######## tri_raster_scan ########
==> tri_raster_scan/flops_by_reg.png <==
The bar under the picture is 50 µm long.
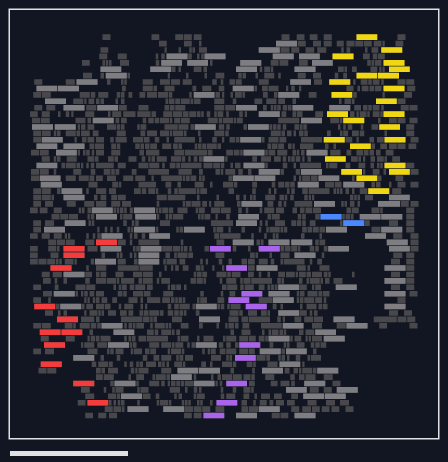

**config.mk**
```make
export PLATFORM = sky130hd
export DESIGN_NAME = tri_raster_scan
export DESIGN_NICKNAME = d
export VERILOG_FILES = /design/src/rtl/tri_raster_scan.sv
export SDC_FILE = /design/constraint.sdc
export NUM_CORES = 1
export LEC_CHECK = 0
export CAP_MARGIN = 20
export CORE_MARGIN = 8
export CORE_UTILIZATION = 45
export DETAILED_ROUTE_END_ITERATION = 10
export GPL_TIMING_DRIVEN = 0
export MAX_ROUTING_LAYER = met4
export PLACE_DENSITY = 0.67
export SLEW_MARGIN = 20
export SYNTH_ARGS = -nofsm -noshare
export SYNTH_HDL_FRONTEND = slang
export SYNTH_SLANG_ARGS = --single-unit
```
**constraint.sdc**
```tcl
create_clock -name clk -period 9.11 [get_ports clk]
set_clock_uncertainty 0.2 [all_clocks]
set_input_delay 1.822 -clock clk [delete_from_list [all_inputs] [get_ports clk]]
set_output_delay 1.822 -clock clk [all_outputs]
set_load 0.05 [all_outputs]
```
**src/rtl/tri_raster_scan.sv**
```systemverilog
// Scan-point generator: clips a triangle's bounding box to the screen and walks it in raster order,
// forwarding points that the downstream tester reports as covered on a valid/ready pixel stream.
module tri_raster_scan #(
  parameter int COORD_W = 12,
  parameter int SCR_W   = 640,
  parameter int SCR_H   = 480
) (
  input  logic                        clk,
  input  logic                        rst,
  input  logic                        tri_valid,
  output logic                        tri_ready,
  input  logic signed [COORD_W-1:0]   p1x,
  input  logic signed [COORD_W-1:0]   p1y,
  input  logic signed [COORD_W-1:0]   p2x,
  input  logic signed [COORD_W-1:0]   p2y,
  input  logic signed [COORD_W-1:0]   p3x,
  input  logic signed [COORD_W-1:0]   p3y,
  output logic signed [COORD_W-1:0]   PTX,
  output logic signed [COORD_W-1:0]   PTY,
  input  logic                        in_tri,
  output logic                        pix_valid,
  input  logic                        pix_ready,
  output logic signed [COORD_W-1:0]   pix_x,
  output logic signed [COORD_W-1:0]   pix_y,
  output logic                        busy,
  output logic                        done,
  output logic [2*COORD_W-1:0]        pix_count
);

  localparam int unsigned CNT_W = 2 * COORD_W;
  localparam logic signed [COORD_W-1:0] X_HI = COORD_W'(SCR_W - 1);
  localparam logic signed [COORD_W-1:0] Y_HI = COORD_W'(SCR_H - 1);

  typedef enum logic [1:0] {IDLE, BBOX, SCAN, DONE} state_t;

  state_t state_q, state_d;

  logic signed [COORD_W-1:0] v1x_q, v1y_q, v2x_q, v2y_q, v3x_q, v3y_q;
  logic signed [COORD_W-1:0] v1x_d, v1y_d, v2x_d, v2y_d, v3x_d, v3y_d;
  logic signed [COORD_W-1:0] xmin_q, xmax_q, ymax_q;
  logic signed [COORD_W-1:0] xmin_d, xmax_d, ymax_d;
  logic signed [COORD_W-1:0] ptx_d, pty_d, pix_x_d, pix_y_d;
  logic                      pix_valid_d, done_d, tri_ready_d, busy_d;
  logic [CNT_W-1:0]          pix_count_d;

  logic signed [COORD_W-1:0] mnx, mxx, mny, mxy, lo_x, hi_x, lo_y, hi_y;
  logic                      slot_free;

  function automatic logic signed [COORD_W-1:0] smin3(
    input logic signed [COORD_W-1:0] a,
    input logic signed [COORD_W-1:0] b,
    input logic signed [COORD_W-1:0] c
  );
    logic signed [COORD_W-1:0] m;
    m = (a < b) ? a : b;
    return (m < c) ? m : c;
  endfunction

  function automatic logic signed [COORD_W-1:0] smax3(
    input logic signed [COORD_W-1:0] a,
    input logic signed [COORD_W-1:0] b,
    input logic signed [COORD_W-1:0] c
  );
    logic signed [COORD_W-1:0] m;
    m = (a > b) ? a : b;
    return (m > c) ? m : c;
  endfunction

  // Box intersected with the screen; a box wholly off-screen comes out with lo > hi.
  always_comb begin
    mnx  = smin3(v1x_q, v2x_q, v3x_q);
    mxx  = smax3(v1x_q, v2x_q, v3x_q);
    mny  = smin3(v1y_q, v2y_q, v3y_q);
    mxy  = smax3(v1y_q, v2y_q, v3y_q);
    lo_x = mnx[COORD_W-1] ? '0 : mnx;
    lo_y = mny[COORD_W-1] ? '0 : mny;
    hi_x = (mxx > X_HI) ? X_HI : mxx;
    hi_y = (mxy > Y_HI) ? Y_HI : mxy;
  end

  assign slot_free = !pix_valid || pix_ready;

  always_comb begin
    state_d     = state_q;
    v1x_d       = v1x_q;
    v1y_d       = v1y_q;
    v2x_d       = v2x_q;
    v2y_d       = v2y_q;
    v3x_d       = v3x_q;
    v3y_d       = v3y_q;
    xmin_d      = xmin_q;
    xmax_d      = xmax_q;
    ymax_d      = ymax_q;
    ptx_d       = PTX;
    pty_d       = PTY;
    pix_x_d     = pix_x;
    pix_y_d     = pix_y;
    pix_valid_d = pix_valid;
    pix_count_d = pix_count;
    done_d      = 1'b0;

    case (state_q)
      IDLE: begin
        if (tri_valid) begin
          v1x_d       = p1x;
          v1y_d       = p1y;
          v2x_d       = p2x;
          v2y_d       = p2y;
          v3x_d       = p3x;
          v3y_d       = p3y;
          pix_count_d = '0;
          state_d     = BBOX;
        end
      end
      BBOX: begin
        xmin_d = lo_x;
        xmax_d = hi_x;
        ymax_d = hi_y;
        if ((lo_x > hi_x) || (lo_y > hi_y)) begin
          state_d = DONE;
        end else begin
          ptx_d   = lo_x;
          pty_d   = lo_y;
          state_d = SCAN;
        end
      end
      SCAN: begin
        // A stalled output slot freezes the walk so every point is sampled exactly once.
        if (slot_free) begin
          if (in_tri) begin
            pix_x_d     = PTX;
            pix_y_d     = PTY;
            pix_valid_d = 1'b1;
            if (pix_count != '1) pix_count_d = pix_count + 1'b1;
          end else begin
            pix_valid_d = 1'b0;
          end
          if (PTX < xmax_q) begin
            ptx_d = PTX + 1'b1;
          end else if (PTY < ymax_q) begin
            ptx_d = xmin_q;
            pty_d = PTY + 1'b1;
          end else begin
            state_d = DONE;
          end
        end
      end
      DONE: begin
        if (pix_valid) begin
          if (pix_ready) pix_valid_d = 1'b0;
        end else if (!done) begin
          done_d = 1'b1;
        end else begin
          state_d = IDLE;
        end
      end
      default: state_d = IDLE;
    endcase

    tri_ready_d = (state_d == IDLE);
    busy_d      = (state_d != IDLE);
  end

  always_ff @(posedge clk or posedge rst) begin
    if (rst) begin
      state_q   <= IDLE;
      v1x_q     <= '0;
      v1y_q     <= '0;
      v2x_q     <= '0;
      v2y_q     <= '0;
      v3x_q     <= '0;
      v3y_q     <= '0;
      xmin_q    <= '0;
      xmax_q    <= '0;
      ymax_q    <= '0;
      PTX       <= '0;
      PTY       <= '0;
      pix_x     <= '0;
      pix_y     <= '0;
      pix_valid <= 1'b0;
      pix_count <= '0;
      done      <= 1'b0;
      tri_ready <= 1'b1;
      busy      <= 1'b0;
    end else begin
      state_q   <= state_d;
      v1x_q     <= v1x_d;
      v1y_q     <= v1y_d;
      v2x_q     <= v2x_d;
      v2y_q     <= v2y_d;
      v3x_q     <= v3x_d;
      v3y_q     <= v3y_d;
      xmin_q    <= xmin_d;
      xmax_q    <= xmax_d;
      ymax_q    <= ymax_d;
      PTX       <= ptx_d;
      PTY       <= pty_d;
      pix_x     <= pix_x_d;
      pix_y     <= pix_y_d;
      pix_valid <= pix_valid_d;
      pix_count <= pix_count_d;
      done      <= done_d;
      tri_ready <= tri_ready_d;
      busy      <= busy_d;
    end
  end

endmodule
```
######## dense_argmax ########
[src/rtl/dense_argmax_pkg.sv]
// Shared types and helpers for the dense-layer readout blocks.
// Holds the scan FSM encoding, the default score width and the index-width helper.
package dense_argmax_pkg;

  typedef enum logic [1:0] {
    IDLE = 2'd0,
    SCAN = 2'd1,
    HOLD = 2'd2
  } state_e;

  localparam int WIDTH_DEF = 8;
  localparam int SCORE_W   = 4 * WIDTH_DEF;

  // Index width for n entries, never narrower than one bit.
  function automatic int idx_w(input int n);
    return (n > 1) ? $clog2(n) : 1;
  endfunction

endpackage

[src/rtl/dense_argmax.sv]
// Argmax over a snapshot of dense-layer scores: one score compared per cycle,
// result held behind a valid/ack handshake; start edges outside IDLE are dropped.
module dense_argmax
  import dense_argmax_pkg::*;
#(
  parameter int CLASS_NB = 10,
  parameter int WIDTH    = WIDTH_DEF,
  parameter int IDX_W    = idx_w(CLASS_NB)
) (
  input  logic                   clk,
  input  logic                   reset,
  input  logic                   start,
  input  logic signed [4*WIDTH-1:0] scores [CLASS_NB],
  input  logic                   ack,
  output logic [IDX_W-1:0]       class_out,
  output logic signed [4*WIDTH-1:0] max_score,
  output logic                   valid,
  output logic                   busy
);

  localparam int SW = 4 * WIDTH;
  localparam bit SINGLE = (CLASS_NB == 1);
  localparam logic [IDX_W-1:0] LAST_IDX = IDX_W'(CLASS_NB - 1);

  state_e state_q, state_d;
  logic   start_q;
  logic   trig;

  logic signed [SW-1:0] snap_q [CLASS_NB];
  logic signed [SW-1:0] best_val_q, best_val_d;
  logic [IDX_W-1:0]     best_idx_q, best_idx_d;
  logic [IDX_W-1:0]     idx_q;
  logic signed [SW-1:0] cand;
  logic [IDX_W-1:0]     class_q;
  logic signed [SW-1:0] max_q;

  assign trig = start && !start_q;

  // State register
  always_ff @(posedge clk or posedge reset) begin
    if (reset) begin
      state_q <= IDLE;
      start_q <= 1'b0;
    end else begin
      state_q <= state_d;
      start_q <= start;
    end
  end

  // Next-state logic
  always_comb begin
    state_d = state_q;
    case (state_q)
      IDLE: if (trig) state_d = SINGLE ? HOLD : SCAN;
      SCAN: if (idx_q == LAST_IDX) state_d = HOLD;
      HOLD: if (ack) state_d = IDLE;
      default: state_d = IDLE;
    endcase
  end

  // Output logic
  always_comb begin
    valid = 1'b0;
    busy  = 1'b0;
    case (state_q)
      SCAN: busy = 1'b1;
      HOLD: begin
        busy  = 1'b1;
        valid = 1'b1;
      end
      default: ;
    endcase
  end

  // Strict compare keeps the lowest index on ties.
  always_comb begin
    cand       = snap_q[idx_q];
    best_val_d = best_val_q;
    best_idx_d = best_idx_q;
    if (cand > best_val_q) begin
      best_val_d = cand;
      best_idx_d = idx_q;
    end
  end

  always_ff @(posedge clk or posedge reset) begin
    if (reset) begin
      for (int i = 0; i < CLASS_NB; i++) snap_q[i] <= '0;
      best_val_q <= '0;
      best_idx_q <= '0;
      idx_q      <= '0;
      class_q    <= '0;
      max_q      <= '0;
    end else begin
      if (state_q == IDLE && trig) begin
        for (int i = 0; i < CLASS_NB; i++) snap_q[i] <= scores[i];
        best_val_q <= scores[0];
        best_idx_q <= '0;
        idx_q      <= SINGLE ? '0 : IDX_W'(1);
        if (SINGLE) begin
          class_q <= '0;
          max_q   <= scores[0];
        end
      end else if (state_q == SCAN) begin
        best_val_q <= best_val_d;
        best_idx_q <= best_idx_d;
        idx_q      <= idx_q + IDX_W'(1);
        if (state_d == HOLD) begin
          class_q <= best_idx_d;
          max_q   <= best_val_d;
        end
      end
    end
  end

  assign class_out = class_q;
  assign max_score = max_q;

endmodule
[config.mk]
export PLATFORM = sky130hd
export DESIGN_NAME = dense_argmax
export DESIGN_NICKNAME = d
export VERILOG_FILES = /design/src/rtl/dense_argmax_pkg.sv /design/src/rtl/dense_argmax.sv
export SDC_FILE = /design/constraint.sdc
export NUM_CORES = 1
export LEC_CHECK = 0
export CAP_MARGIN = 20
export CELL_PAD_IN_SITES_DETAIL_PLACEMENT = 1
export CELL_PAD_IN_SITES_GLOBAL_PLACEMENT = 2
export CORE_MARGIN = 5
export CORE_UTILIZATION = 25
export CTS_CLUSTER_SIZE = 20
export DETAILED_ROUTE_END_ITERATION = 8
export PLACE_DENSITY = 0.73
export SLEW_MARGIN = 20
export SYNTH_ARGS = -nofsm -noshare
export SYNTH_HDL_FRONTEND = slang
export SYNTH_SLANG_ARGS = --single-unit
[constraint.sdc]
create_clock -name clk -period 14.31 [get_ports clk]
set_input_delay 2.1465 -clock clk [delete_from_list [all_inputs] [get_ports clk]]
set_output_delay 2.1465 -clock clk [all_outputs]
set_load 0.05 [all_outputs]
==> tri_raster_scan/wires.png <==
The bar under the picture is 50 µm long.
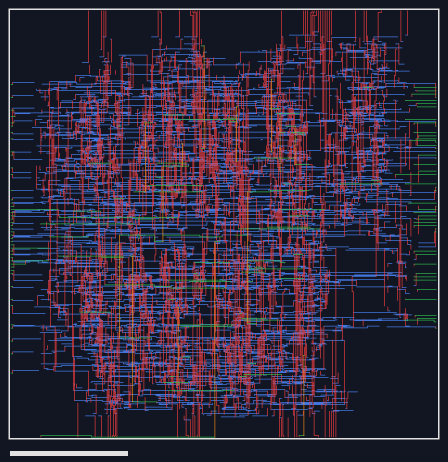
metal 3 -> green  # wire length 1,430 µm
metal 1 -> blue  # wire length 16,800 µm
metal 4 -> orange  # wire length 520 µm
metal 2 -> red  # wire length 15,100 µm

Notes on tri_raster_scan/flops_by_reg.png above:
pix_count -> yellow  # sequential cells 24, where north-east
state_q -> blue  # sequential cells 2
v1x_q -> red  # sequential cells 12
xmin_q -> purple  # sequential cells 11
not colored = 136

==> impl_metrics.py, tri_raster_scan <==
# Metrics from the implementation run
metrics = {
    "flow_run": {
        "maxCapViolations": 0,
    },
    "critical_path": {
        "crit_path_top_delay_cell": "sky130_fd_sc_hd__a2111oi_0",
        "timing.reg2reg.worst_path_depth": 26,
        "regToRegEndpoint": "PTY[3]",
        "cp_num_cells": 26,
    },
    "global_routing": {
        "number_of_antenna_violations_at_the_first_check_in_global_routing": 0,
        "grt_use_met1": 0.288,
    },
    "final_timing": {
        "maxSlewHeadroom": 0.364,
    },
    "status": {
        "status": "complete, no violations",
    },
    "layout": {
        "seqAreaFraction": 0.310,
        "num_antenna_cells": 0,
        "drive_above_1_share": 0.114,
    },
    "detailed_routing": {
        "met2_length_um": 15100,
    },
    "min_path": {
        "worstHoldPathType": "reg -> reg",
    },
    "place": {
        "weighted_congestion_at_the_end_of_routability_driven_global_placement": 0.903,
        "detailedPlace.worstSlack_ps": 1070,
    },
}
==> dense_argmax/clocks.png <==
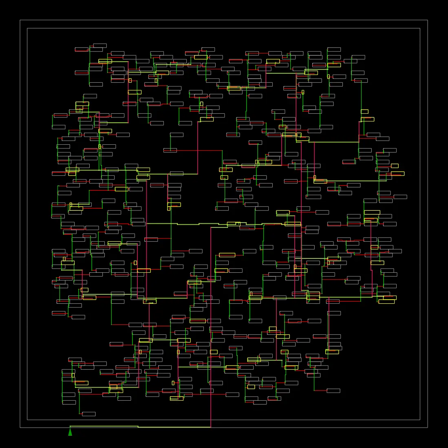
number of buffers created by CTS: 49
worst clock skew on the final layout: 20.5 ps
later-pin clock latency in the skew report: 590 ps
clock tree sinks: 399

==> impl_metrics.py, dense_argmax <==
# Metrics from the implementation run
metrics = {
    "floorplan": {
        "full_die_area_um2": 81800,
        "well_tap_count": 978,
        "chipWidth_um": 286,
        "die.size.y_um": 286,
    },
    "global_routing": {
        "grt_remaining_overflow": 0,
        "number_of_antenna_violations_at_the_first_check_in_global_routing": 5,
        "grt_pass1_wl_um": 106000,
    },
    "place": {
        "placedCellCount": 3249,
        "io_buffers": 361,
    },
    "status": {
        "status": "complete, no violations",
    },
    "layout": {
        "area_growth_syn_to_layout_pct": 32.5,
        "combAreaFraction": 0.330,
        "layout_top_cells": "1,039 x sky130_fd_sc_hd__nand2_1, 396 x sky130_fd_sc_hd__dfrtp_1, 361 x sky130_fd_sc_hd__clkdlybuf4s50_1, 64 x sky130_fd_sc_hd__mux4_2, 51 x sky130_fd_sc_hd__clkbuf_16",
        "layout.area.seq_um2": 10000,
    },
    "final_timing": {
        "setup_ws_ps": 8690,
    },
    "logic_synthesis": {
        "post_synth_main_logic_family": "simple AND/OR/NAND/NOR gates",
        "synth.avg_cell_area_um2": 9.37,
    },
    "detailed_routing": {
        "vias_per_cell": 4.66,
        "vias": 15580,
    },
    "critical_path": {
        "crit_path_start": "idx_q[0]",
    },
    "flow_run": {
        "maxCapViolations": 0,
    },
}


## Gallery

Cell sizes after repair.
image #1
The bar under the picture is 50 µm long.
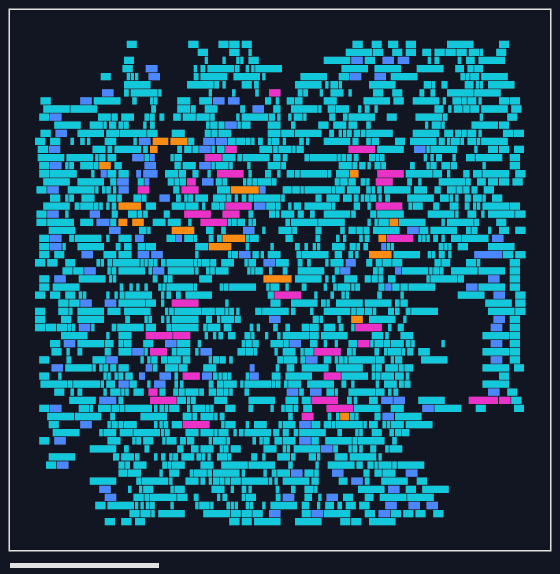
image #2
The bar under the picture is 100 µm long.
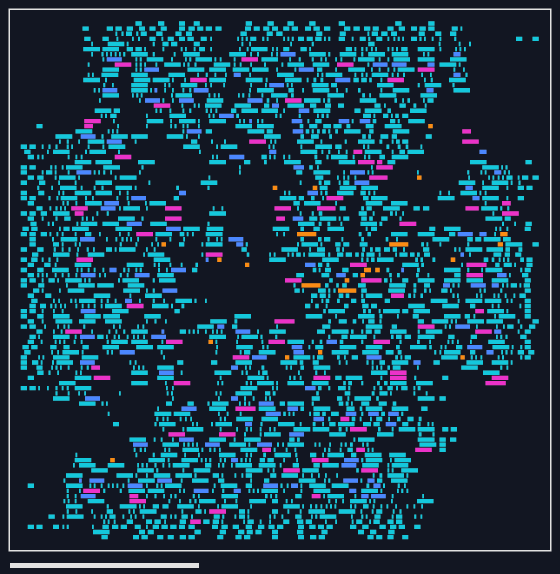
Of these, most cells: image #2
Of these, largest die: image #2
image #2: dense_argmax
image #1: tri_raster_scan

